==================== instr_sequencer
Fig. 1: instr_sequencer, routed metal per tile
The bar under the picture is 50 um long. The die is cut into 21 by 21 equal tiles; dark blue is low, red is high, scaled to the fullest tile. Values are wire area over tile area, all layers added.
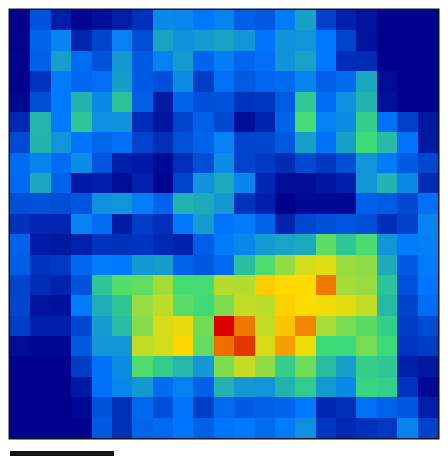

===== config.mk =====
export PLATFORM = sky130hd
export DESIGN_NAME = instr_sequencer
export DESIGN_NICKNAME = d
export VERILOG_FILES = /design/src/rtl/pkg_seq.sv /design/src/rtl/fetch_watchdog.sv /design/src/rtl/instr_sequencer.sv
export SDC_FILE = /design/constraint.sdc
export NUM_CORES = 1
export LEC_CHECK = 0
export CELL_PAD_IN_SITES_DETAIL_PLACEMENT = 0
export CELL_PAD_IN_SITES_GLOBAL_PLACEMENT = 2
export CORE_MARGIN = 1
export CORE_UTILIZATION = 23
export CTS_BUF_LIST = sky130_fd_sc_hd__clkbuf_16
export CTS_CLUSTER_SIZE = 20
export DETAILED_ROUTE_END_ITERATION = 6
export GPL_TIMING_DRIVEN = 0
export HOLD_SLACK_MARGIN = 0.06
export PLACE_DENSITY = 0.82
export SETUP_SLACK_MARGIN = 0.4
export SLEW_MARGIN = 10
export SYNTH_ARGS = -nofsm -noshare
export SYNTH_HDL_FRONTEND = slang
export SYNTH_SLANG_ARGS = --single-unit

===== constraint.sdc =====
create_clock -name clk -period 2.1 [get_ports clk]
set_clock_uncertainty 0.05 [all_clocks]
set_input_delay 0.315 -clock clk [delete_from_list [all_inputs] [get_ports clk]]
set_output_delay 0.315 -clock clk [all_outputs]
set_load 0.01 [all_outputs]

===== src/rtl/pkg_seq.sv =====
// Shared definitions for the instruction sequencer.
//   seq_state_t : sequencer FSM state encoding
//   INSTR_BYTES : byte stride between consecutive instructions
package pkg_seq;

    typedef enum logic [2:0] {
        IDLE   = 3'd0,
        FETCH  = 3'd1,
        DECODE = 3'd2,
        EXEC   = 3'd3,
        HALTED = 3'd4,
        FAULT  = 3'd5
    } seq_state_t;

    localparam int INSTR_BYTES = 4;

endpackage


===== src/rtl/fetch_watchdog.sv =====
// Counts consecutive un-acknowledged fetch cycles and flags the cycle in
// which the LIMIT-th such cycle occurs.
//   clk     : clock
//   rst     : synchronous active-high reset, clears the count
//   clear   : restart the count (asserted on entry to FETCH)
//   tick    : one more fetch cycle without ack
//   expired : this tick is the LIMIT-th consecutive one
module fetch_watchdog #(
    parameter int LIMIT = 255
) (
    input  logic clk,
    input  logic rst,
    input  logic clear,
    input  logic tick,
    output logic expired
);

    logic [7:0] cnt;

    // Combinational so the sequencer can leave FETCH at the end of the
    // LIMIT-th cycle rather than one cycle later.
    assign expired = tick && (cnt == 8'(LIMIT - 1));

    always_ff @(posedge clk) begin
        if (rst) begin
            cnt <= '0;
        end else if (clear) begin
            cnt <= '0;
        end else if (tick) begin
            cnt <= cnt + 8'd1;
        end
    end

endmodule


===== src/rtl/instr_sequencer.sv =====
// Fetch / decode / execute sequencer for a simple in-order core.
//   clk, rst               : clock, synchronous active-high reset
//   run                    : start request (IDLE only)
//   fetch_req/addr/ack/data: instruction RAM handshake
//   ir, dec_en             : instruction register and decoder enable
//   exec_start, exec_done  : execute strobe / completion from the units
//   halt, jmp_valid/target : execution outcome, valid with exec_done
//   pc, instret            : program counter, retired-instruction count
//   halted, fault          : terminal state indicators
//
// state  | meaning
// IDLE   | waiting for run
// FETCH  | fetch_req high, waiting for fetch_ack or timeout
// DECODE | one-cycle decoder enable on the new ir
// EXEC   | exec_start on the first cycle, wait for exec_done
// HALTED | halt retired; left only by rst
// FAULT  | fetch timeout or misaligned jump; left only by rst
module instr_sequencer
    import pkg_seq::*;
#(
    parameter int          FETCH_TIMEOUT = 255,
    parameter logic [63:0] PC_RESET      = 64'h0
) (
    input  logic        clk,
    input  logic        rst,
    input  logic        run,
    output logic        fetch_req,
    output logic [63:0] fetch_addr,
    input  logic        fetch_ack,
    input  logic [31:0] fetch_data,
    output logic [31:0] ir,
    output logic        dec_en,
    output logic        exec_start,
    input  logic        exec_done,
    input  logic        halt,
    input  logic        jmp_valid,
    input  logic [63:0] jmp_target,
    output logic [63:0] pc,
    output logic [63:0] instret,
    output logic        halted,
    output logic        fault
);

    seq_state_t  state_q, state_d;
    logic [63:0] pc_q, pc_d;
    logic [63:0] instret_q, instret_d;
    logic [31:0] ir_q, ir_d;
    logic        exec_first;
    logic        wd_clear, wd_tick, wd_expired;

    // Kept outside the FSM process so the watchdog's combinational
    // expired output does not close a loop through that process.
    assign wd_tick  = (state_q == FETCH) && !fetch_ack;
    assign wd_clear = (state_d == FETCH) && (state_q != FETCH);

    fetch_watchdog #(.LIMIT(FETCH_TIMEOUT)) u_watchdog (
        .clk     (clk),
        .rst     (rst),
        .clear   (wd_clear),
        .tick    (wd_tick),
        .expired (wd_expired)
    );

    always_ff @(posedge clk) begin
        if (rst) begin
            state_q    <= IDLE;
            pc_q       <= PC_RESET;
            instret_q  <= '0;
            ir_q       <= '0;
            exec_first <= 1'b0;
        end else begin
            state_q    <= state_d;
            pc_q       <= pc_d;
            instret_q  <= instret_d;
            ir_q       <= ir_d;
            // EXEC is only ever entered from DECODE.
            exec_first <= (state_q == DECODE);
        end
    end

    always_comb begin
        state_d   = state_q;
        pc_d      = pc_q;
        instret_d = instret_q;
        ir_d      = ir_q;
        fetch_req = 1'b0;
        dec_en    = 1'b0;
        case (state_q)
            IDLE: begin
                if (run) state_d = FETCH;
            end
            FETCH: begin
                fetch_req = 1'b1;
                if (fetch_ack) begin
                    ir_d    = fetch_data;
                    state_d = DECODE;
                end else if (wd_expired) begin
                    state_d = FAULT;
                end
            end
            DECODE: begin
                dec_en  = 1'b1;
                state_d = EXEC;
            end
            EXEC: begin
                if (exec_done) begin
                    if (halt) begin
                        instret_d = instret_q + 64'd1;
                        state_d   = HALTED;
                    end else if (jmp_valid) begin
                        if (jmp_target[1:0] == 2'b00) begin
                            pc_d      = jmp_target;
                            instret_d = instret_q + 64'd1;
                            state_d   = FETCH;
                        end else begin
                            state_d = FAULT;
                        end
                    end else begin
                        pc_d      = pc_q + 64'(INSTR_BYTES);
                        instret_d = instret_q + 64'd1;
                        state_d   = FETCH;
                    end
                end
            end
            HALTED: state_d = HALTED;
            FAULT:  state_d = FAULT;
            default: state_d = IDLE;
        endcase
    end

    assign exec_start = (state_q == EXEC) && exec_first;
    assign fetch_addr = pc_q;
    assign pc         = pc_q;
    assign instret    = instret_q;
    assign ir         = ir_q;
    assign halted     = (state_q == HALTED);
    assign fault      = (state_q == FAULT);

endmodule


==================== register_operand_collector
--- src/rtl/register_operand_collector_pkg.sv ---
// Shared types for the register operand collector: FSM encoding and tag sizing.
package register_opc_pkg;

    typedef enum logic [1:0] {
        IDLE    = 2'd0,
        REQUEST = 2'd1,
        WAIT    = 2'd2,
        DONE    = 2'd3
    } opc_state_e;

    // A single-operand configuration still needs a 1-bit tag on the bank port.
    function automatic int unsigned opc_tag_width(input int unsigned num_operands);
        return (num_operands > 1) ? $clog2(num_operands) : 1;
    endfunction

endpackage

--- src/rtl/register_operand_collector_lzc.sv ---
// Leading/trailing zero counter with the common_cells lzc interface.
// MODE=0 counts trailing zeros, i.e. returns the index of the lowest set bit.
module lzc #(
    parameter int unsigned WIDTH     = 2,
    parameter bit          MODE      = 1'b0,
    parameter int unsigned CNT_WIDTH = (WIDTH > 1) ? $clog2(WIDTH) : 1
) (
    input  logic [WIDTH-1:0]     in_i,
    output logic [CNT_WIDTH-1:0] cnt_o,
    output logic                 empty_o
);

    always_comb begin
        cnt_o = '0;
        if (MODE == 1'b0) begin
            for (int i = int'(WIDTH) - 1; i >= 0; i--) begin
                if (in_i[i]) cnt_o = CNT_WIDTH'(i);
            end
        end else begin
            for (int i = 0; i < int'(WIDTH); i++) begin
                if (in_i[i]) cnt_o = CNT_WIDTH'(int'(WIDTH) - 1 - i);
            end
        end
    end

    assign empty_o = ~|in_i;

endmodule

--- src/rtl/register_operand_collector.sv ---
// Collects up to NumOperands source operands for one instruction from a single
// register file bank read port and hands the complete set downstream.
module register_operand_collector
    import register_opc_pkg::*;
#(
    parameter int unsigned WarpWidth     = 8,
    parameter int unsigned RegisterWidth = 32,
    parameter int unsigned NumRegisters  = 32,
    parameter int unsigned NumOperands   = 3,
    parameter int unsigned InstrIdWidth  = 4
) (
    input  logic                                             clk_i,
    input  logic                                             rst_ni,
    input  logic                                             instr_valid_i,
    output logic                                             instr_ready_o,
    input  logic [InstrIdWidth-1:0]                          instr_id_i,
    input  logic [NumOperands-1:0]                           instr_used_i,
    input  logic [NumOperands*$clog2(NumRegisters)-1:0]      instr_addr_i,
    output logic                                             bank_read_valid_o,
    input  logic                                             bank_read_ready_i,
    output logic [$clog2(NumRegisters)-1:0]                  bank_read_addr_o,
    output logic [opc_tag_width(NumOperands)-1:0]            bank_read_tag_o,
    input  logic                                             bank_resp_valid_i,
    input  logic [opc_tag_width(NumOperands)-1:0]            bank_resp_tag_i,
    input  logic [RegisterWidth*WarpWidth-1:0]               bank_resp_data_i,
    output logic                                             opc_valid_o,
    input  logic                                             opc_ready_i,
    output logic [InstrIdWidth-1:0]                          opc_id_o,
    output logic [NumOperands*RegisterWidth*WarpWidth-1:0]   opc_data_o
);

    localparam int unsigned AddrWidth = $clog2(NumRegisters);
    localparam int unsigned TagWidth  = opc_tag_width(NumOperands);

    typedef logic [AddrWidth-1:0]                      addr_t;
    typedef logic [TagWidth-1:0]                       tag_t;
    typedef logic [RegisterWidth-1:0][WarpWidth-1:0]   warp_data_t;

    if (NumOperands < 1) begin : g_num_operands_check
        $error("register_operand_collector: NumOperands must be at least 1");
    end

    opc_state_e                    r_state;
    opc_state_e                    w_state_next;
    logic [InstrIdWidth-1:0]       r_id;
    logic [NumOperands-1:0]        r_used;
    logic [NumOperands-1:0]        r_pending;
    logic [NumOperands-1:0]        r_received;
    addr_t [NumOperands-1:0]       r_addr;
    warp_data_t [NumOperands-1:0]  r_data;

    tag_t                          w_lowest;
    logic                          w_pend_empty;
    logic [NumOperands-1:0]        w_lowest_oh;
    logic [NumOperands-1:0]        w_resp_oh;
    logic [NumOperands-1:0]        w_outstanding;
    logic [NumOperands-1:0]        w_resp_set;
    logic                          w_instr_fire;
    logic                          w_req_fire;
    logic                          w_resp_active;
    logic                          w_resp_ok;
    logic                          w_resp_dropped;
    addr_t                         w_read_addr;
    warp_data_t                    w_resp_data;

    lzc #(
        .WIDTH     (NumOperands),
        .MODE      (1'b0),
        .CNT_WIDTH (TagWidth)
    ) i_lzc (
        .in_i    (r_pending),
        .cnt_o   (w_lowest),
        .empty_o (w_pend_empty)
    );

    assign w_lowest_oh   = NumOperands'(1) << w_lowest;
    assign w_resp_oh     = NumOperands'(1) << bank_resp_tag_i;
    assign w_resp_data   = bank_resp_data_i;
    assign w_read_addr   = r_addr[w_lowest];

    // A tag is outstanding once its request has been accepted and until its data lands.
    assign w_outstanding  = r_used & ~r_pending & ~r_received;
    assign w_resp_active  = (r_state == REQUEST) || (r_state == WAIT);
    assign w_resp_ok      = bank_resp_valid_i && w_resp_active && (|(w_resp_oh & w_outstanding));
    assign w_resp_dropped = bank_resp_valid_i && !w_resp_ok;
    assign w_resp_set     = w_resp_ok ? w_resp_oh : '0;

    assign instr_ready_o     = (r_state == IDLE);
    assign bank_read_valid_o = (r_state == REQUEST) && !w_pend_empty;
    assign bank_read_addr_o  = bank_read_valid_o ? w_read_addr : '0;
    assign bank_read_tag_o   = bank_read_valid_o ? w_lowest : '0;
    assign opc_valid_o       = (r_state == DONE);
    assign opc_id_o          = r_id;
    assign opc_data_o        = r_data;

    assign w_instr_fire = instr_valid_i && instr_ready_o;
    assign w_req_fire   = bank_read_valid_o && bank_read_ready_i;

    always_comb begin
        w_state_next = r_state;
        case (r_state)
            IDLE: begin
                if (instr_valid_i) w_state_next = (|instr_used_i) ? REQUEST : DONE;
            end
            REQUEST: begin
                if (w_req_fire && ((r_pending & ~w_lowest_oh) == '0)) w_state_next = WAIT;
            end
            WAIT: begin
                if ((r_received | w_resp_set) == r_used) w_state_next = DONE;
            end
            DONE: begin
                if (opc_ready_i) w_state_next = IDLE;
            end
            default: w_state_next = IDLE;
        endcase
    end

    always_ff @(posedge clk_i or negedge rst_ni) begin
        if (!rst_ni) begin
            r_state <= IDLE;
        end else begin
            r_state <= w_state_next;
        end
    end

    always_ff @(posedge clk_i or negedge rst_ni) begin
        if (!rst_ni) begin
            r_id       <= '0;
            r_used     <= '0;
            r_pending  <= '0;
            r_received <= '0;
            r_addr     <= '0;
            r_data     <= '0;
        end else if (w_instr_fire) begin
            r_id       <= instr_id_i;
            r_used     <= instr_used_i;
            r_pending  <= instr_used_i;
            r_received <= '0;
            r_addr     <= instr_addr_i;
            r_data     <= '0;
        end else begin
            if (w_req_fire) r_pending <= r_pending & ~w_lowest_oh;
            r_received <= r_received | w_resp_set;
            for (int i = 0; i < int'(NumOperands); i++) begin
                if (w_resp_set[i]) r_data[i] <= w_resp_data;
            end
        end
    end

    // Covers both responses in IDLE/DONE and responses for tags never requested.
    resp_dropped_a : assert property (@(posedge clk_i) disable iff (!rst_ni) !w_resp_dropped)
        else $warning("register_operand_collector: bank response dropped (tag %0d)", bank_resp_tag_i);

endmodule
--- config.mk ---
export PLATFORM = sky130hd
export DESIGN_NAME = register_operand_collector
export DESIGN_NICKNAME = d
export VERILOG_FILES = /design/src/rtl/register_operand_collector_pkg.sv /design/src/rtl/register_operand_collector_lzc.sv /design/src/rtl/register_operand_collector.sv
export SDC_FILE = /design/constraint.sdc
export NUM_CORES = 1
export LEC_CHECK = 0
export CORE_AREA = 8 8 412 414
export DETAILED_ROUTE_END_ITERATION = 8
export DIE_AREA = 0 0 420 422
export HOLD_SLACK_MARGIN = 0.1
export PLACE_DENSITY = 0.5
export SLEW_MARGIN = 40
export SYNTH_ARGS = -nofsm -noshare
export SYNTH_HDL_FRONTEND = slang
export SYNTH_SLANG_ARGS = --single-unit
--- constraint.sdc ---
create_clock -name clk_i -period 2.1 [get_ports clk_i]
set_input_delay 0.42 -clock clk_i [delete_from_list [all_inputs] [get_ports clk_i]]
set_output_delay 0.42 -clock clk_i [all_outputs]
set_load 0.02 [all_outputs]
==================== page_selector_flat
$ cat src/rtl/page_selector_if.sv
// Button inputs and page-select outputs of the page selector, grouped as one port.
// Latency: none, wiring only.
// Backpressure: none; buttons are free-running levels and outputs are always valid.
interface page_selector_if #(
    parameter int NUM_PAGES = 4
) ();
    localparam int IDX_W = $clog2(NUM_PAGES);

    logic                 bt_next;
    logic                 bt_pre;
    logic                 bt_auto;
    logic [NUM_PAGES-1:0] enable_sw;
    logic [IDX_W-1:0]     page_idx;
    logic                 auto_on;

    // Board side drives the buttons and observes the selection.
    modport master (
        output bt_next, bt_pre, bt_auto,
        input  enable_sw, page_idx, auto_on
    );

    // Selector side consumes the buttons and produces the selection.
    modport slave (
        input  bt_next, bt_pre, bt_auto,
        output enable_sw, page_idx, auto_on
    );
endinterface

$ cat src/rtl/page_selector.sv
// One-hot display-page selector driven by next/prev/auto-play buttons; optional debounce via `PAGE_SEL_DEBOUNCE_EN.
// Latency: index updates 2 sysclk edges after a button is first sampled high (plus DEBOUNCE_CYCLES when debounced).
// Backpressure: none; a held button yields one step, manual steps override and restart the auto timer.
module page_selector #(
    parameter int NUM_PAGES       = 4,
    parameter int AUTO_PERIOD     = 134217728,
    parameter int WRAP            = 1,
    parameter int DEBOUNCE_CYCLES = 1000000
) (
    input logic          sysclk,
    input logic          rst_n,
    page_selector_if.slave sel
);
    localparam int IDX_W = $clog2(NUM_PAGES);
    localparam int TMR_W = $clog2(AUTO_PERIOD);
    localparam logic [IDX_W-1:0] IDX_LAST = IDX_W'(NUM_PAGES - 1);
    localparam logic [TMR_W-1:0] TMR_LAST = TMR_W'(AUTO_PERIOD - 1);

    if (NUM_PAGES < 2 || NUM_PAGES > 16 || AUTO_PERIOD < 2 || DEBOUNCE_CYCLES < 1) begin : g_bad_param
        $error("page_selector: parameter out of range");
    end

    // Button vectors are ordered {auto, pre, next}.
    logic [2:0]       sync1;
    logic [2:0]       sync2;
    logic [2:0]       cond;
    logic [2:0]       cond_q;
    logic [2:0]       pulse;
    logic [IDX_W-1:0] idx;
    logic [IDX_W-1:0] idx_inc;
    logic [IDX_W-1:0] idx_dec;
    logic [TMR_W-1:0] tmr;
    logic             auto_on;
    logic             manual;
    logic             auto_step;

    // Two-flop synchroniser for the asynchronous buttons.
    always_ff @(posedge sysclk or negedge rst_n) begin
        if (!rst_n) begin
            sync1 <= '0;
            sync2 <= '0;
        end else begin
            sync1 <= {sel.bt_auto, sel.bt_pre, sel.bt_next};
            sync2 <= sync1;
        end
    end

`ifdef PAGE_SEL_DEBOUNCE_EN
    localparam int DB_W = $clog2(DEBOUNCE_CYCLES + 1);
    localparam logic [DB_W-1:0] DB_LAST = DB_W'(DEBOUNCE_CYCLES - 1);

    logic [DB_W-1:0] db_cnt [3];
    logic [2:0]      db_lvl;

    // Debounced level flips only after DEBOUNCE_CYCLES consecutive disagreeing samples.
    always_ff @(posedge sysclk or negedge rst_n) begin
        if (!rst_n) begin
            db_lvl <= '0;
            for (int i = 0; i < 3; i++) db_cnt[i] <= '0;
        end else begin
            for (int i = 0; i < 3; i++) begin
                if (sync2[i] == db_lvl[i]) begin
                    db_cnt[i] <= '0;
                end else if (db_cnt[i] == DB_LAST) begin
                    db_lvl[i] <= sync2[i];
                    db_cnt[i] <= '0;
                end else begin
                    db_cnt[i] <= db_cnt[i] + DB_W'(1);
                end
            end
        end
    end

    assign cond = db_lvl;
`else
    assign cond = sync2;
`endif

    // Previous conditioned level for rising-edge detection.
    always_ff @(posedge sysclk or negedge rst_n) begin
        if (!rst_n) cond_q <= '0;
        else        cond_q <= cond;
    end

    assign pulse     = cond & ~cond_q;
    assign manual    = pulse[0] ^ pulse[1];
    assign auto_step = auto_on && (tmr == TMR_LAST) && !manual;

    // Neighbour indices with wrap or saturate at both range ends.
    always_comb begin
        idx_inc = idx + IDX_W'(1);
        idx_dec = idx - IDX_W'(1);
        if (idx == IDX_LAST) idx_inc = (WRAP != 0) ? '0 : IDX_LAST;
        if (idx == '0)       idx_dec = (WRAP != 0) ? IDX_LAST : '0;
    end

    // Page index, auto-play flag and auto-advance timer; manual steps take priority.
    always_ff @(posedge sysclk or negedge rst_n) begin
        if (!rst_n) begin
            idx     <= '0;
            auto_on <= 1'b0;
            tmr     <= '0;
        end else begin
            if (manual)         idx <= pulse[0] ? idx_inc : idx_dec;
            else if (auto_step) idx <= idx_inc;

            if (pulse[2]) auto_on <= ~auto_on;

            if (pulse[2] || manual) tmr <= '0;
            else if (auto_on)       tmr <= (tmr == TMR_LAST) ? '0 : tmr + TMR_W'(1);
        end
    end

    assign sel.enable_sw = {{(NUM_PAGES-1){1'b0}}, 1'b1} << idx;
    assign sel.page_idx  = idx;
    assign sel.auto_on   = auto_on;
endmodule

$ cat src/flat_wrapper.sv
// flat-port wrapper written by rule: the top's interface ports become plain ports
module page_selector_flat 
#(
    parameter int NUM_PAGES       = 4,
    parameter int AUTO_PERIOD     = 134217728,
    parameter int WRAP            = 1,
    parameter int DEBOUNCE_CYCLES = 1000000
)
  (sysclk, rst_n, sel_bt_next, sel_bt_pre, sel_bt_auto, sel_enable_sw, sel_page_idx, sel_auto_on);
  page_selector_if #(.NUM_PAGES(NUM_PAGES)) sel_i ();
  input logic sysclk;
  input logic rst_n;
  input wire logic [$bits(sel_i.bt_next)-1:0] sel_bt_next;
  input wire logic [$bits(sel_i.bt_pre)-1:0] sel_bt_pre;
  input wire logic [$bits(sel_i.bt_auto)-1:0] sel_bt_auto;
  output wire logic [$bits(sel_i.enable_sw)-1:0] sel_enable_sw;
  output wire logic [$bits(sel_i.page_idx)-1:0] sel_page_idx;
  output wire logic [$bits(sel_i.auto_on)-1:0] sel_auto_on;
  assign sel_i.bt_next = sel_bt_next;
  assign sel_i.bt_pre = sel_bt_pre;
  assign sel_i.bt_auto = sel_bt_auto;
  assign sel_enable_sw = sel_i.enable_sw;
  assign sel_page_idx = sel_i.page_idx;
  assign sel_auto_on = sel_i.auto_on;
  page_selector #(.NUM_PAGES(NUM_PAGES), .AUTO_PERIOD(AUTO_PERIOD), .WRAP(WRAP), .DEBOUNCE_CYCLES(DEBOUNCE_CYCLES)) u_core (.sysclk(sysclk), .rst_n(rst_n), .sel(sel_i));
endmodule
$ cat config.mk
export PLATFORM = sky130hd
export DESIGN_NAME = page_selector_flat
export DESIGN_NICKNAME = d
export VERILOG_FILES = /design/src/rtl/page_selector_if.sv /design/src/rtl/page_selector.sv /design/src/flat_wrapper.sv
export SDC_FILE = /design/constraint.sdc
export NUM_CORES = 1
export LEC_CHECK = 0
export CELL_PAD_IN_SITES_DETAIL_PLACEMENT = 1
export CELL_PAD_IN_SITES_GLOBAL_PLACEMENT = 1
export CORE_UTILIZATION = 46
export CTS_BUF_LIST = sky130_fd_sc_hd__clkbuf_4 sky130_fd_sc_hd__clkbuf_8 sky130_fd_sc_hd__clkbuf_16
export CTS_CLUSTER_SIZE = 30
export DETAILED_ROUTE_END_ITERATION = 10
export HOLD_SLACK_MARGIN = 0.06
export PLACE_DENSITY_LB_ADDON = 0.15
export SLEW_MARGIN = 10
export SYNTH_ARGS = -nofsm -noshare
export SYNTH_HDL_FRONTEND = slang
export SYNTH_SLANG_ARGS = --single-unit
export TNS_END_PERCENT = 10
$ cat constraint.sdc
create_clock -name sysclk -period 3.3 [get_ports sysclk]
set_input_delay 0.825 -clock sysclk [delete_from_list [all_inputs] [get_ports sysclk]]
set_output_delay 0.825 -clock sysclk [all_outputs]
set_load 0.05 [all_outputs]
==================== fm_retune_ctrl
$ cat src/rtl/fm_retune_ctrl.sv
// ---------------------------------------------------------------------------
// fm_retune_ctrl
//
// Purpose: retunes an FM modulator without glitches on the air. On an
// accepted request the DAC bit enables are ramped down MSB first, one bit
// per STEP_CYC cycles. The block then waits SETTLE_CYC silent cycles, loads
// the new carrier and deviation increments together, and ramps the enables
// back up LSB first toward the requested mask. The increments only ever
// change while every DAC bit is disabled.
//
// Ports:
//   clk          in   single clock for every register
//   rst          in   asynchronous, active-high reset
//   req_valid    in   retune request pending
//   req_ready    out  high only in IDLE; a request is taken on valid&&ready
//   req_acc_inc  in   [N-1:0] target carrier increment
//   req_df_inc   in   [L-1:0] target deviation increment
//   req_dac_ena  in   [D-1:0] target DAC bit enables
//   acc_inc      out  [N-1:0] carrier increment to fm_modulator
//   df_inc       out  [L-1:0] deviation increment to fm_modulator
//   dac_ena      out  [D-1:0] DAC bit enables
//   busy         out  retune sequence in progress (~req_ready)
//   done         out  one-cycle pulse on the edge that restores the last bit
// ---------------------------------------------------------------------------
module fm_retune_ctrl #(
  parameter int          N          = 18,
  parameter int          L          = 12,
  parameter int          D          = 4,
  parameter int          STEP_CYC   = 1024,
  parameter int          SETTLE_CYC = 256,
  parameter logic [N-1:0] RST_ACC   = 52429,
  parameter logic [L-1:0] RST_DF    = 393,
  parameter logic [D-1:0] RST_ENA   = 4'hF
) (
  input  logic         clk,
  input  logic         rst,
  input  logic         req_valid,
  output logic         req_ready,
  input  logic [N-1:0] req_acc_inc,
  input  logic [L-1:0] req_df_inc,
  input  logic [D-1:0] req_dac_ena,
  output logic [N-1:0] acc_inc,
  output logic [L-1:0] df_inc,
  output logic [D-1:0] dac_ena,
  output logic         busy,
  output logic         done
);

  // Step index counts the D enable bits; the down-counter covers the longer
  // of a step interval and the settle interval.
  localparam int IW   = (D > 1) ? $clog2(D) : 1;
  localparam int CMAX = (STEP_CYC > SETTLE_CYC) ? STEP_CYC : SETTLE_CYC;
  localparam int CW   = (CMAX > 1) ? $clog2(CMAX) : 1;

  localparam logic [CW-1:0] STEP_LOAD   = CW'(STEP_CYC - 1);
  localparam logic [CW-1:0] SETTLE_LOAD = CW'(SETTLE_CYC - 1);
  localparam logic [IW-1:0] IDX_LAST    = IW'(D - 1);

  typedef enum logic [1:0] {
    IDLE    = 2'd0,
    RAMP_DN = 2'd1,
    SETTLE  = 2'd2,
    RAMP_UP = 2'd3
  } state_t;

  state_t         r_state, w_state_nxt;
  logic [CW-1:0]  r_cnt,   w_cnt_nxt;
  logic [IW-1:0]  r_idx,   w_idx_nxt;
  logic [N-1:0]   r_tgt_acc, w_tgt_acc_nxt;
  logic [L-1:0]   r_tgt_df,  w_tgt_df_nxt;
  logic [D-1:0]   r_tgt_ena, w_tgt_ena_nxt;
  logic [N-1:0]   r_acc,   w_acc_nxt;
  logic [L-1:0]   r_df,    w_df_nxt;
  logic [D-1:0]   r_ena,   w_ena_nxt;
  logic           r_done,  w_done_nxt;

  logic           w_cnt_zero;
  logic [IW-1:0]  w_dn_bit;

  assign w_cnt_zero = (r_cnt == '0);
  // During the ramp-down, step r_idx has already cleared bit D-1-r_idx;
  // the next step clears the bit just below it.
  assign w_dn_bit   = IDX_LAST - r_idx - IW'(1);

  always_comb begin
    // NOTE: every next-state value takes its hold value first, so no path
    // through the case statement can leave one unassigned and infer a latch.
    w_state_nxt   = r_state;
    w_cnt_nxt     = r_cnt;
    w_idx_nxt     = r_idx;
    w_tgt_acc_nxt = r_tgt_acc;
    w_tgt_df_nxt  = r_tgt_df;
    w_tgt_ena_nxt = r_tgt_ena;
    w_acc_nxt     = r_acc;
    w_df_nxt      = r_df;
    w_ena_nxt     = r_ena;
    w_done_nxt    = 1'b0;

    unique case (r_state)
      IDLE: begin
        if (req_valid) begin
          w_tgt_acc_nxt  = req_acc_inc;
          w_tgt_df_nxt   = req_df_inc;
          w_tgt_ena_nxt  = req_dac_ena;
          w_ena_nxt[D-1] = 1'b0;
          w_cnt_nxt      = STEP_LOAD;
          w_idx_nxt      = '0;
          w_state_nxt    = RAMP_DN;
        end
      end

      RAMP_DN: begin
        if (!w_cnt_zero) begin
          w_cnt_nxt = r_cnt - CW'(1);
        end else if (r_idx == IDX_LAST) begin
          // All bits have had their turn; force zero and go quiet.
          w_ena_nxt   = '0;
          w_cnt_nxt   = SETTLE_LOAD;
          w_idx_nxt   = '0;
          w_state_nxt = SETTLE;
        end else begin
          w_ena_nxt[w_dn_bit] = 1'b0;
          w_idx_nxt           = r_idx + IW'(1);
          w_cnt_nxt           = STEP_LOAD;
        end
      end

      SETTLE: begin
        if (!w_cnt_zero) begin
          w_cnt_nxt = r_cnt - CW'(1);
        end else begin
          // Both increments switch in the same cycle while the DAC is dark.
          w_acc_nxt   = r_tgt_acc;
          w_df_nxt    = r_tgt_df;
          w_cnt_nxt   = STEP_LOAD;
          w_idx_nxt   = '0;
          w_state_nxt = RAMP_UP;
        end
      end

      RAMP_UP: begin
        if (!w_cnt_zero) begin
          w_cnt_nxt = r_cnt - CW'(1);
        end else begin
          w_ena_nxt[r_idx] = r_tgt_ena[r_idx];
          if (r_idx == IDX_LAST) begin
            w_done_nxt  = 1'b1;
            w_cnt_nxt   = '0;
            w_idx_nxt   = '0;
            w_state_nxt = IDLE;
          end else begin
            w_idx_nxt = r_idx + IW'(1);
            w_cnt_nxt = STEP_LOAD;
          end
        end
      end

      default: w_state_nxt = IDLE;
    endcase
  end

  always_ff @(posedge clk or posedge rst) begin
    if (rst) begin
      r_state   <= IDLE;
      r_cnt     <= '0;
      r_idx     <= '0;
      r_tgt_acc <= '0;
      r_tgt_df  <= '0;
      r_tgt_ena <= '0;
      r_acc     <= RST_ACC;
      r_df      <= RST_DF;
      r_ena     <= RST_ENA;
      r_done    <= 1'b0;
    end else begin
      // NOTE: non-blocking assignments here so every register samples the
      // pre-edge values computed above, independent of statement order.
      r_state   <= w_state_nxt;
      r_cnt     <= w_cnt_nxt;
      r_idx     <= w_idx_nxt;
      r_tgt_acc <= w_tgt_acc_nxt;
      r_tgt_df  <= w_tgt_df_nxt;
      r_tgt_ena <= w_tgt_ena_nxt;
      r_acc     <= w_acc_nxt;
      r_df      <= w_df_nxt;
      r_ena     <= w_ena_nxt;
      r_done    <= w_done_nxt;
    end
  end

  assign req_ready = (r_state == IDLE);
  assign busy      = ~req_ready;
  assign acc_inc   = r_acc;
  assign df_inc    = r_df;
  assign dac_ena   = r_ena;
  assign done      = r_done;

endmodule

$ cat config.mk
export PLATFORM = sky130hd
export DESIGN_NAME = fm_retune_ctrl
export DESIGN_NICKNAME = d
export VERILOG_FILES = /design/src/rtl/fm_retune_ctrl.sv
export SDC_FILE = /design/constraint.sdc
export NUM_CORES = 1
export LEC_CHECK = 0
export CAP_MARGIN = 10
export CELL_PAD_IN_SITES_DETAIL_PLACEMENT = 1
export CELL_PAD_IN_SITES_GLOBAL_PLACEMENT = 1
export CORE_MARGIN = 3
export CORE_UTILIZATION = 38
export DETAILED_ROUTE_END_ITERATION = 10
export PLACE_DENSITY = 0.74
export SLEW_MARGIN = 30
export SYNTH_ARGS = -nofsm -noshare
export SYNTH_HDL_FRONTEND = slang
export SYNTH_SLANG_ARGS = --single-unit
$ cat constraint.sdc
create_clock -name clk -period 2.6 [get_ports clk]
set_input_delay 0.52 -clock clk [delete_from_list [all_inputs] [get_ports clk]]
set_output_delay 0.52 -clock clk [all_outputs]
set_load 0.02 [all_outputs]
Fig. 2: register_operand_collector, sequential cells grouped by signal name
The bar under the picture is 100 um long. Other sequential cells in the stronger gray, the rest of the logic in the fainter gray.
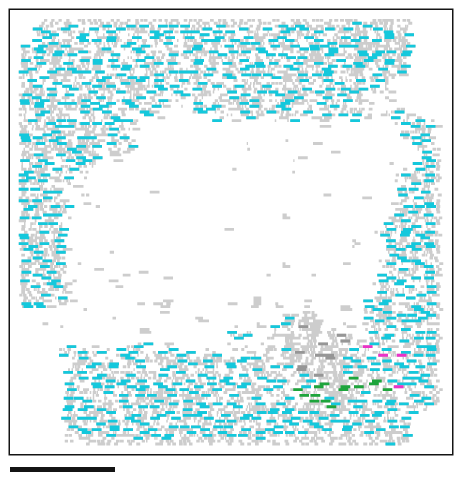
Key: magenta = opc_id_o [sequential cells 4, where bottom right]; cyan = opc_data_o [sequential cells 768, where spread over the die]; green = r_addr [sequential cells 15, where bottom right]
Another 11 sequential cells are not colored.
sequential cell area share: 36.4%
sequential power: 22.6 mW

==> flow_summary.toml, register_operand_collector <==
# synthesis and place-and-route metrics
[global_route]
antenna_found_initial = 12
grt.busiest_layer = "met2"
grt_pass1_wl_um = 235000

[logic_synthesis]
yosys.cell_types.count = 38
yosys.area_share.aoi_pct = 12.5

[finish]
comb_share_pct = 23.6
design_area_sq_mm = 0.0549
fill_cells = 16900
drive_gt1_share_pct = 21.2
logic_area_sq_mm = 0.0130
stdcell_count = 7074
fin_util_pct = 33.6

[clock_tree]
cts_resized = 709
cts.sinks = 798
cts_inserted_buffers = 96
clock_latency_ps = 710
post-cts-setup-buffers = 25

[outcome]
violations = "setup timing"
status = "complete, but fails checks"

[worst_setup_path]
critPathRequiredTime_ps = 1680
cp_slowest_cell = "or3b_4"
arrival_ps = 2080

[route]
top_layer = "met4"
wl_per_cell_um = 26.0

[place]
placed_area_sq_mm = 0.0467

[hold_path]
min_delay_worst_endpoint = "opc_id_o[1]$_DFFE_PN0P_"

[sta]
setup_violations = 621
rsz0062_at_grt = "true"
setup_ws_ps = -403

[power]
irDropWorstVdd_mv = 0.770
register_operand_collector: power breakdown:
| part | switching [mW] | leakage (nW) | internal [mW] | total (mW) |
|---|---|---|---|---|
| sequential | 3.02 | 11.0 | 19.6 | 22.6 |
| clock | 7.26 | 1.56 | 9.87 | 17.1 |
| combinational | 16.0 | 13.2 | 10.5 | 26.5 |
register_operand_collector: state kept, by name, indices dropped and copies added (netlist names):
signal,flops
r_pending,3
opc_id_o,4
r_received,3
r_state,2
r_addr,15
r_used,3
opc_data_o,768
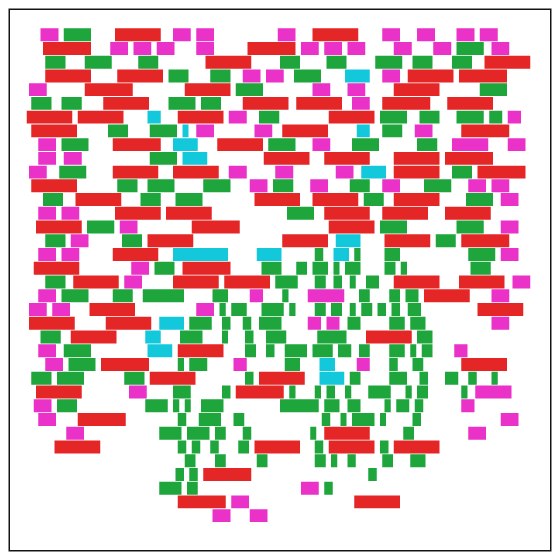
Fig. 3. Cell classes on the final placement (fm_retune_ctrl).
Key: magenta = remaining buffers and delay cells [cells 84]; cyan = clock drivers and dummy loads [cells 16]; red = sequential cells [cells 83]; green = remaining logic cells [cells 185]

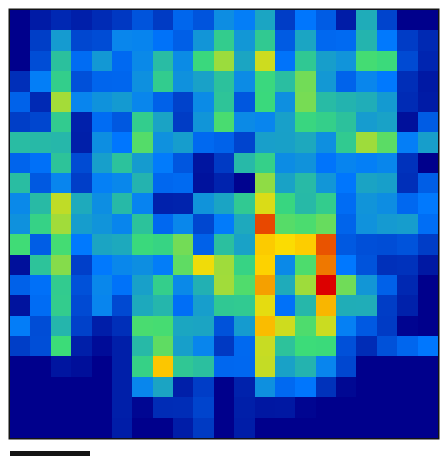
Fig. 4. Routed metal per tile (fm_retune_ctrl).
The bar under the picture is 20 um long. The die is cut into 21 by 21 equal tiles; dark blue is low, red is high, scaled to the fullest tile. Values are wire area over tile area, all layers added.
The densest ninth of the die: middle. 11% of the tiles are over half the peak. The emptiest ninth of the die: bottom left. 14% of the tiles are nearly empty. The fullest tile reaches 0.43. The mean over all tiles is 0.12.

==> flow_summary.toml, fm_retune_ctrl <==
# synthesis and place-and-route metrics
[route]
wirelength_um = 8600
met2_wirelength_um = 4450

[global_route]
grt_max_degree = 55
grt_util_met2_pct = 27.9

[power]
power-top-group = "combinational cells"
power.total_mw = 5.99
p_switching_mw = 2.13
intPower_mw = 3.86
powerClk_mw = 0.952

[finish]
clock_area_share_pct = 3.97
buffers_excl_clock = 84
seq_area_share_pct = 41.9
inv_count = 14
antenna_cells = 0

[worst_setup_path]
slowest_delay_ps = 590
crit_start = "r_cnt[0]$_DFFE_PP0N_"
crit_chain = "inv_1 -> ha_1 -> or4b_1 -> nor3_4 -> nand2_2 -> buf_12 -> mux2_4"
cp_slowest_cell = "or4b_1"

[place]
pre_cts_ws_ps = 222

[logic_synthesis]
yosysWarningCount = 0
synthFlopType = "dfrtp_1"

[sta]
hold_viol = 0
tns_ps = 0
setup_violations = 0

[outcome]
status = "completed"

[clock_tree]
holdBufCountCts = 0
root_buffer = "clkbuf_8"

[floorplan]
n_tap_cell = 133
die_h_um = 107
fm_retune_ctrl: Yosys cell counts, types with 2 or more instances:
cell      number
dfrtp_1       66
or4_1          3
nand3_1        2
a211oi_1       2
a31o_2         2
o21ai_0        6
o31ai_1        2
mux2_2        35
nand2b_1       6
a32o_1         2
or3_1          2
a21oi_1       11
nor2b_1        2
buf_6          3
ha_1          14
buf_2          2
a31oi_1        4
o41ai_1        2
dfstp_2       17
a311oi_1       2
mux2_4        30
nor3_1        10
clkbuf_1       9
inv_1         13
and3_1         3
nor4_1         5
nor2_1         8
nand2_1        3
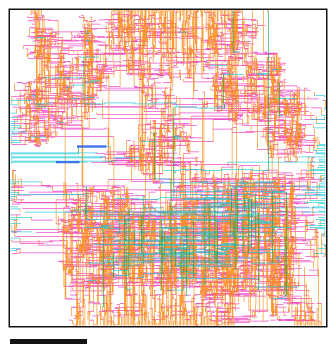
Fig. 5. Wiring by layer (instr_sequencer).
The bar under the picture is 50 um long.
Key: blue = M5 [wire length 31.3 um]; green = M4 [wire length 1,560 um]; magenta = M1 [wire length 21.2 mm]; cyan = M3 [wire length 4,360 um]; orange = M2 [wire length 24.6 mm]

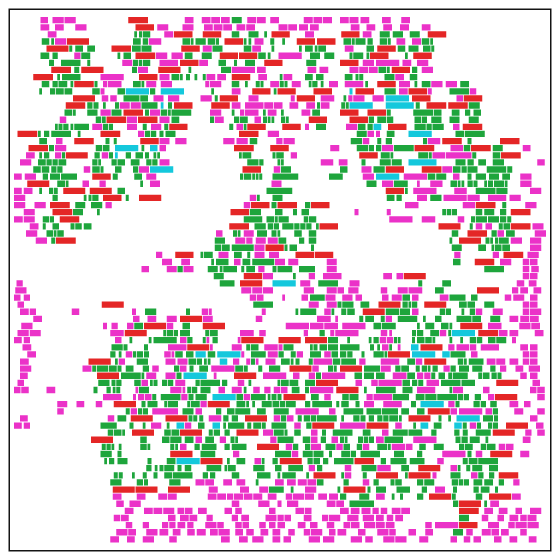
Fig. 6. Cell classes on the final placement (instr_sequencer).
Key: cyan = clock drivers and dummy loads [cells 32]; green = remaining logic cells [cells 920]; red = sequential cells [cells 172]; magenta = remaining buffers and delay cells [cells 700]

About Fig. 1:
9.5% of the tiles are nearly empty. The fullest tile reaches 0.77. The densest ninth of the die: bottom middle. 14% of the tiles are over half the peak.

==> flow_summary.toml, instr_sequencer <==
# synthesis and place-and-route metrics
[finish]
seq_cell_count = 172
fin_util_pct = 47.6
logic_gate_count = 901
design_area_sq_mm = 0.0195

[logic_synthesis]
synth_flops = 172
top_cell_area_share_pct = 35.8
topCellsByArea = "dfxtp_1 36%, nand2_1 6.2%, a21oi_1 6.0%"
xor_share_pct = 3.09
yosysWarningCount = 0
synth-async-reset-ratio_pct = 0
top_area_cell = "dfxtp_1"

[power]
power_leakage_nw = 9.13
switching_share_pct = 28.1
power-top-group = "clock"

[worst_setup_path]
slowest_delay_ps = 500
crit_chain = "buf_6 -> and4b_2 -> o21ai_4 -> or3_4 -> buf_16 -> or4_4 -> a21oi_2"
rrSetupSlack_ps = -60
crit_family = "simple AND/OR/NAND/NOR gates"
rr_endpoint = "instret[54]$_SDFFE_PP0P_"

[sta]
tns_ps = -183
fin_crit_sh_pct = 103
setup_ws_ps = -56.2
slew_violations = 0
setup_violations = 7

[route]
wl_met3_um = 4360
post-route-drc-count = 28

[floorplan]
chipArea_sq_mm = 0.0427
n_tap_cell = 532

[outcome]
violations = "DRC, setup timing"
status = "complete, but fails checks"

[hold_path]
holdCritStartpoint = "rst"
min_delay_worst_endpoint = "state_q[1]$_SDFF_PP0_"

[place]
pre_cts_ws_ps = -1560
io_buffers = 329

[clock_tree]
cts_tree = "yes"
[instr_sequencer: placed cells by master (no fill, tap or decap), drive strengths merged, types with 25 or more instances in the layout]
cell	n
nor3	25
clkbuf	84
clkdlybuf4s50	146
nand2	158
nor2	78
or4	44
buf	313
dlymetal6s2s	90
and3	36
nand4	57
o31ai	37
o21ai	43
dlygate4sd2	77
a31oi	26
nand3	70
xor2	29
dfxtp	172
a21oi	115
[instr_sequencer: timing repair]
action | 4_1_cts | 5_1_grt
hold buffers | 0 | 0
gates cloned | 15 | 6
setup endpoints to repair | 400 | 319
pin swaps | 132 | 158
resized | 578 | 376
setup buffers | 166 | 40
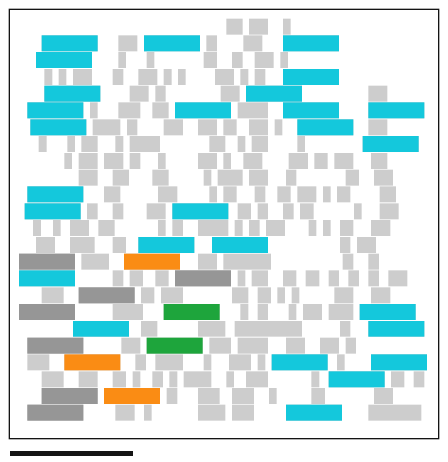
Fig. 7. Sequential cells grouped by signal name (page_selector_flat).
The bar under the picture is 20 um long. Other sequential cells in the stronger gray, the rest of the logic in the fainter gray.
Key: green = u_core.sel.page_idx [sequential cells 2]; orange = u_core.cond_q [sequential cells 3]; cyan = u_core.tmr [sequential cells 27, where spread over the die]
Sequential Area: 976 sq um
sequential power: 0.561 mW
fin util: 53.2%
sequential cell area share: 42.1%

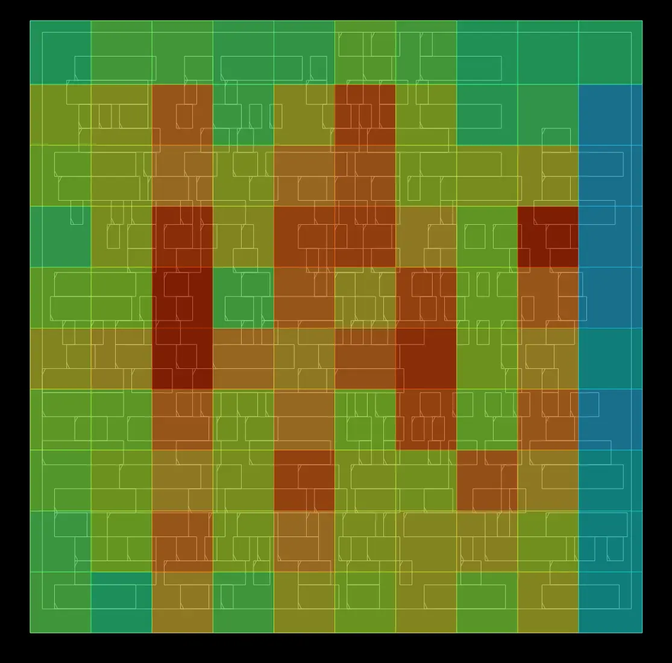
Fig. 8. Routing congestion (page_selector_flat).
met1 Track Usage GR: 28.3%
routing usage on met3: 5.09%

==> flow_summary.toml, page_selector_flat <==
# synthesis and place-and-route metrics
[outcome]
status = "completed"

[worst_setup_path]
rrSetupSlack_ps = 770
critPathRequiredTime_ps = 2470
critPathCapture = "sel_enable_sw[0]"
critPathKind = "reg -> out"
crit_path_max_fanout = 6

[power]
intPower_mw = 0.874
p_clk_share_pct = 28.0
power_leakage_nw = 0.948

[floorplan]
rows = 24
coreArea_sq_mm = 0.00435

[route]
wirelength_um = 4880

[global_route]
grt_max_degree = 40

[run]
tool_warnings = 29

[clock_tree]
cts_buffer_depth = 2
cts_inserted_buffers = 5

[logic_synthesis]
synth.cellmix.simpleShare_pct = 26.1
top_cells_by_count = "39 x dfrtp_1, 20 x nor2_1, 19 x xnor2_1, 15 x nand2_1, 14 x nand3_1"
edf_count = 0
synth-async-reset-ratio_pct = 100

[sta]
tns_ps = 0
setup_violations = 0
hold_viol = 0
page_selector_flat: registers in the layout (all words and copies together) (netlist names):
| register | cells |
|---|---|
| u_core.sync1 | 3 |
| u_core.sel.page_idx | 2 |
| u_core.sel.auto_on | 1 |
| u_core.cond | 3 |
| u_core.tmr | 27 |
| u_core.cond_q | 3 |
page_selector_flat: final cells by class:
class	count	area (sq um)	share of cell area, %
Inverter	8	30.0	1.30
Clock inverter	3	43.8	1.89
Clock buffer	5	68.8	2.97
Tap cell	52	65.1	2.81
Timing Repair Buffer	13	120	5.18
Sequential cell	39	976	42.1
Multi-Input combinational cell	148	1010	43.7


==> screenshots <==
Wiring by layer.
shot_01.png
The bar under the picture is 20 um long.
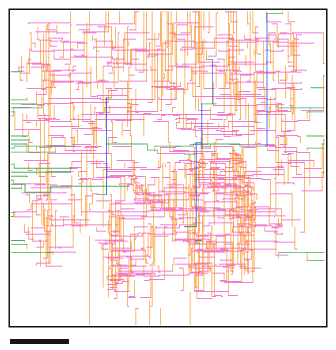
shot_02.png
The bar under the picture is 20 um long.
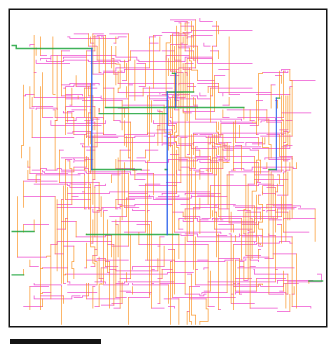
shot_03.png
The bar under the picture is 100 um long.
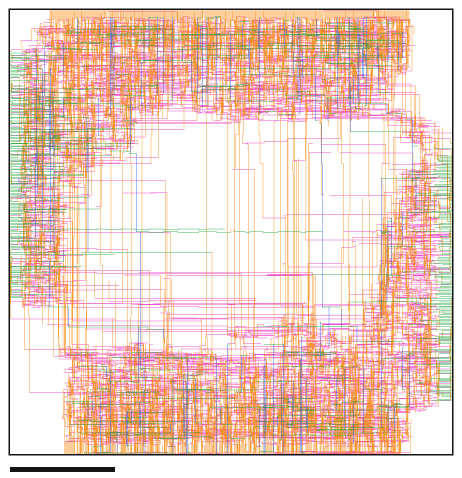
For fm_retune_ctrl, see shot_01.png.
For register_operand_collector, see shot_03.png.
For page_selector_flat, see shot_02.png.
Of these, largest die: shot_03.png
Of these, most wire: shot_03.png


==> layout pictures side by side <==
Routing congestion.
image #1
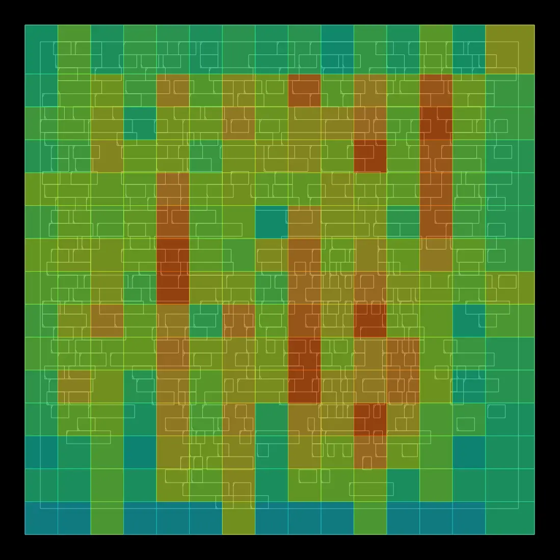
image #2
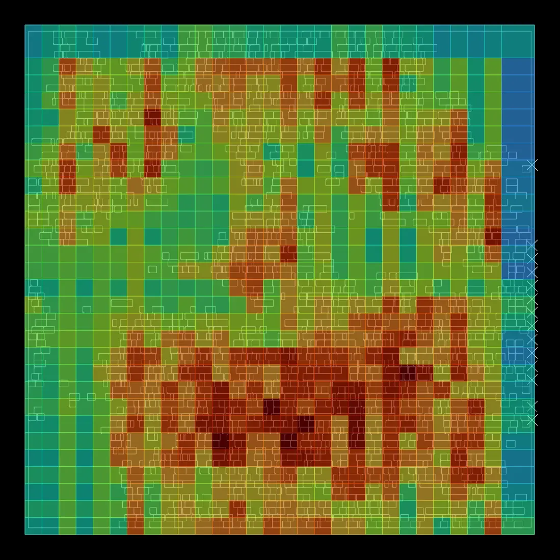
image #3
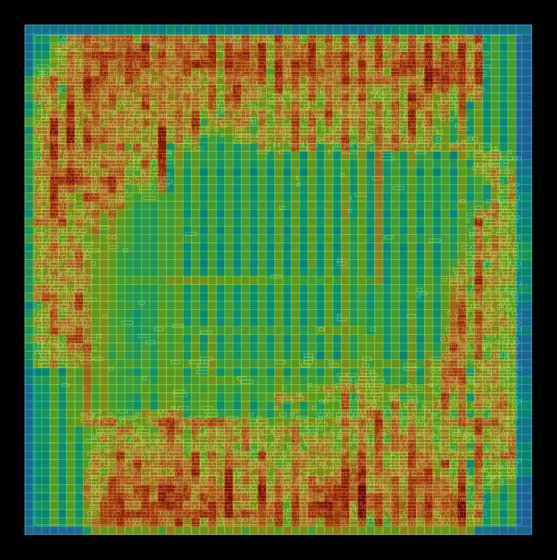
Of these, highest track usage: image #2
Of these, least wire per cell: image #1
instr_sequencer -> image #2
register_operand_collector -> image #3
fm_retune_ctrl -> image #1

Power and IR drop assume default switching activity.
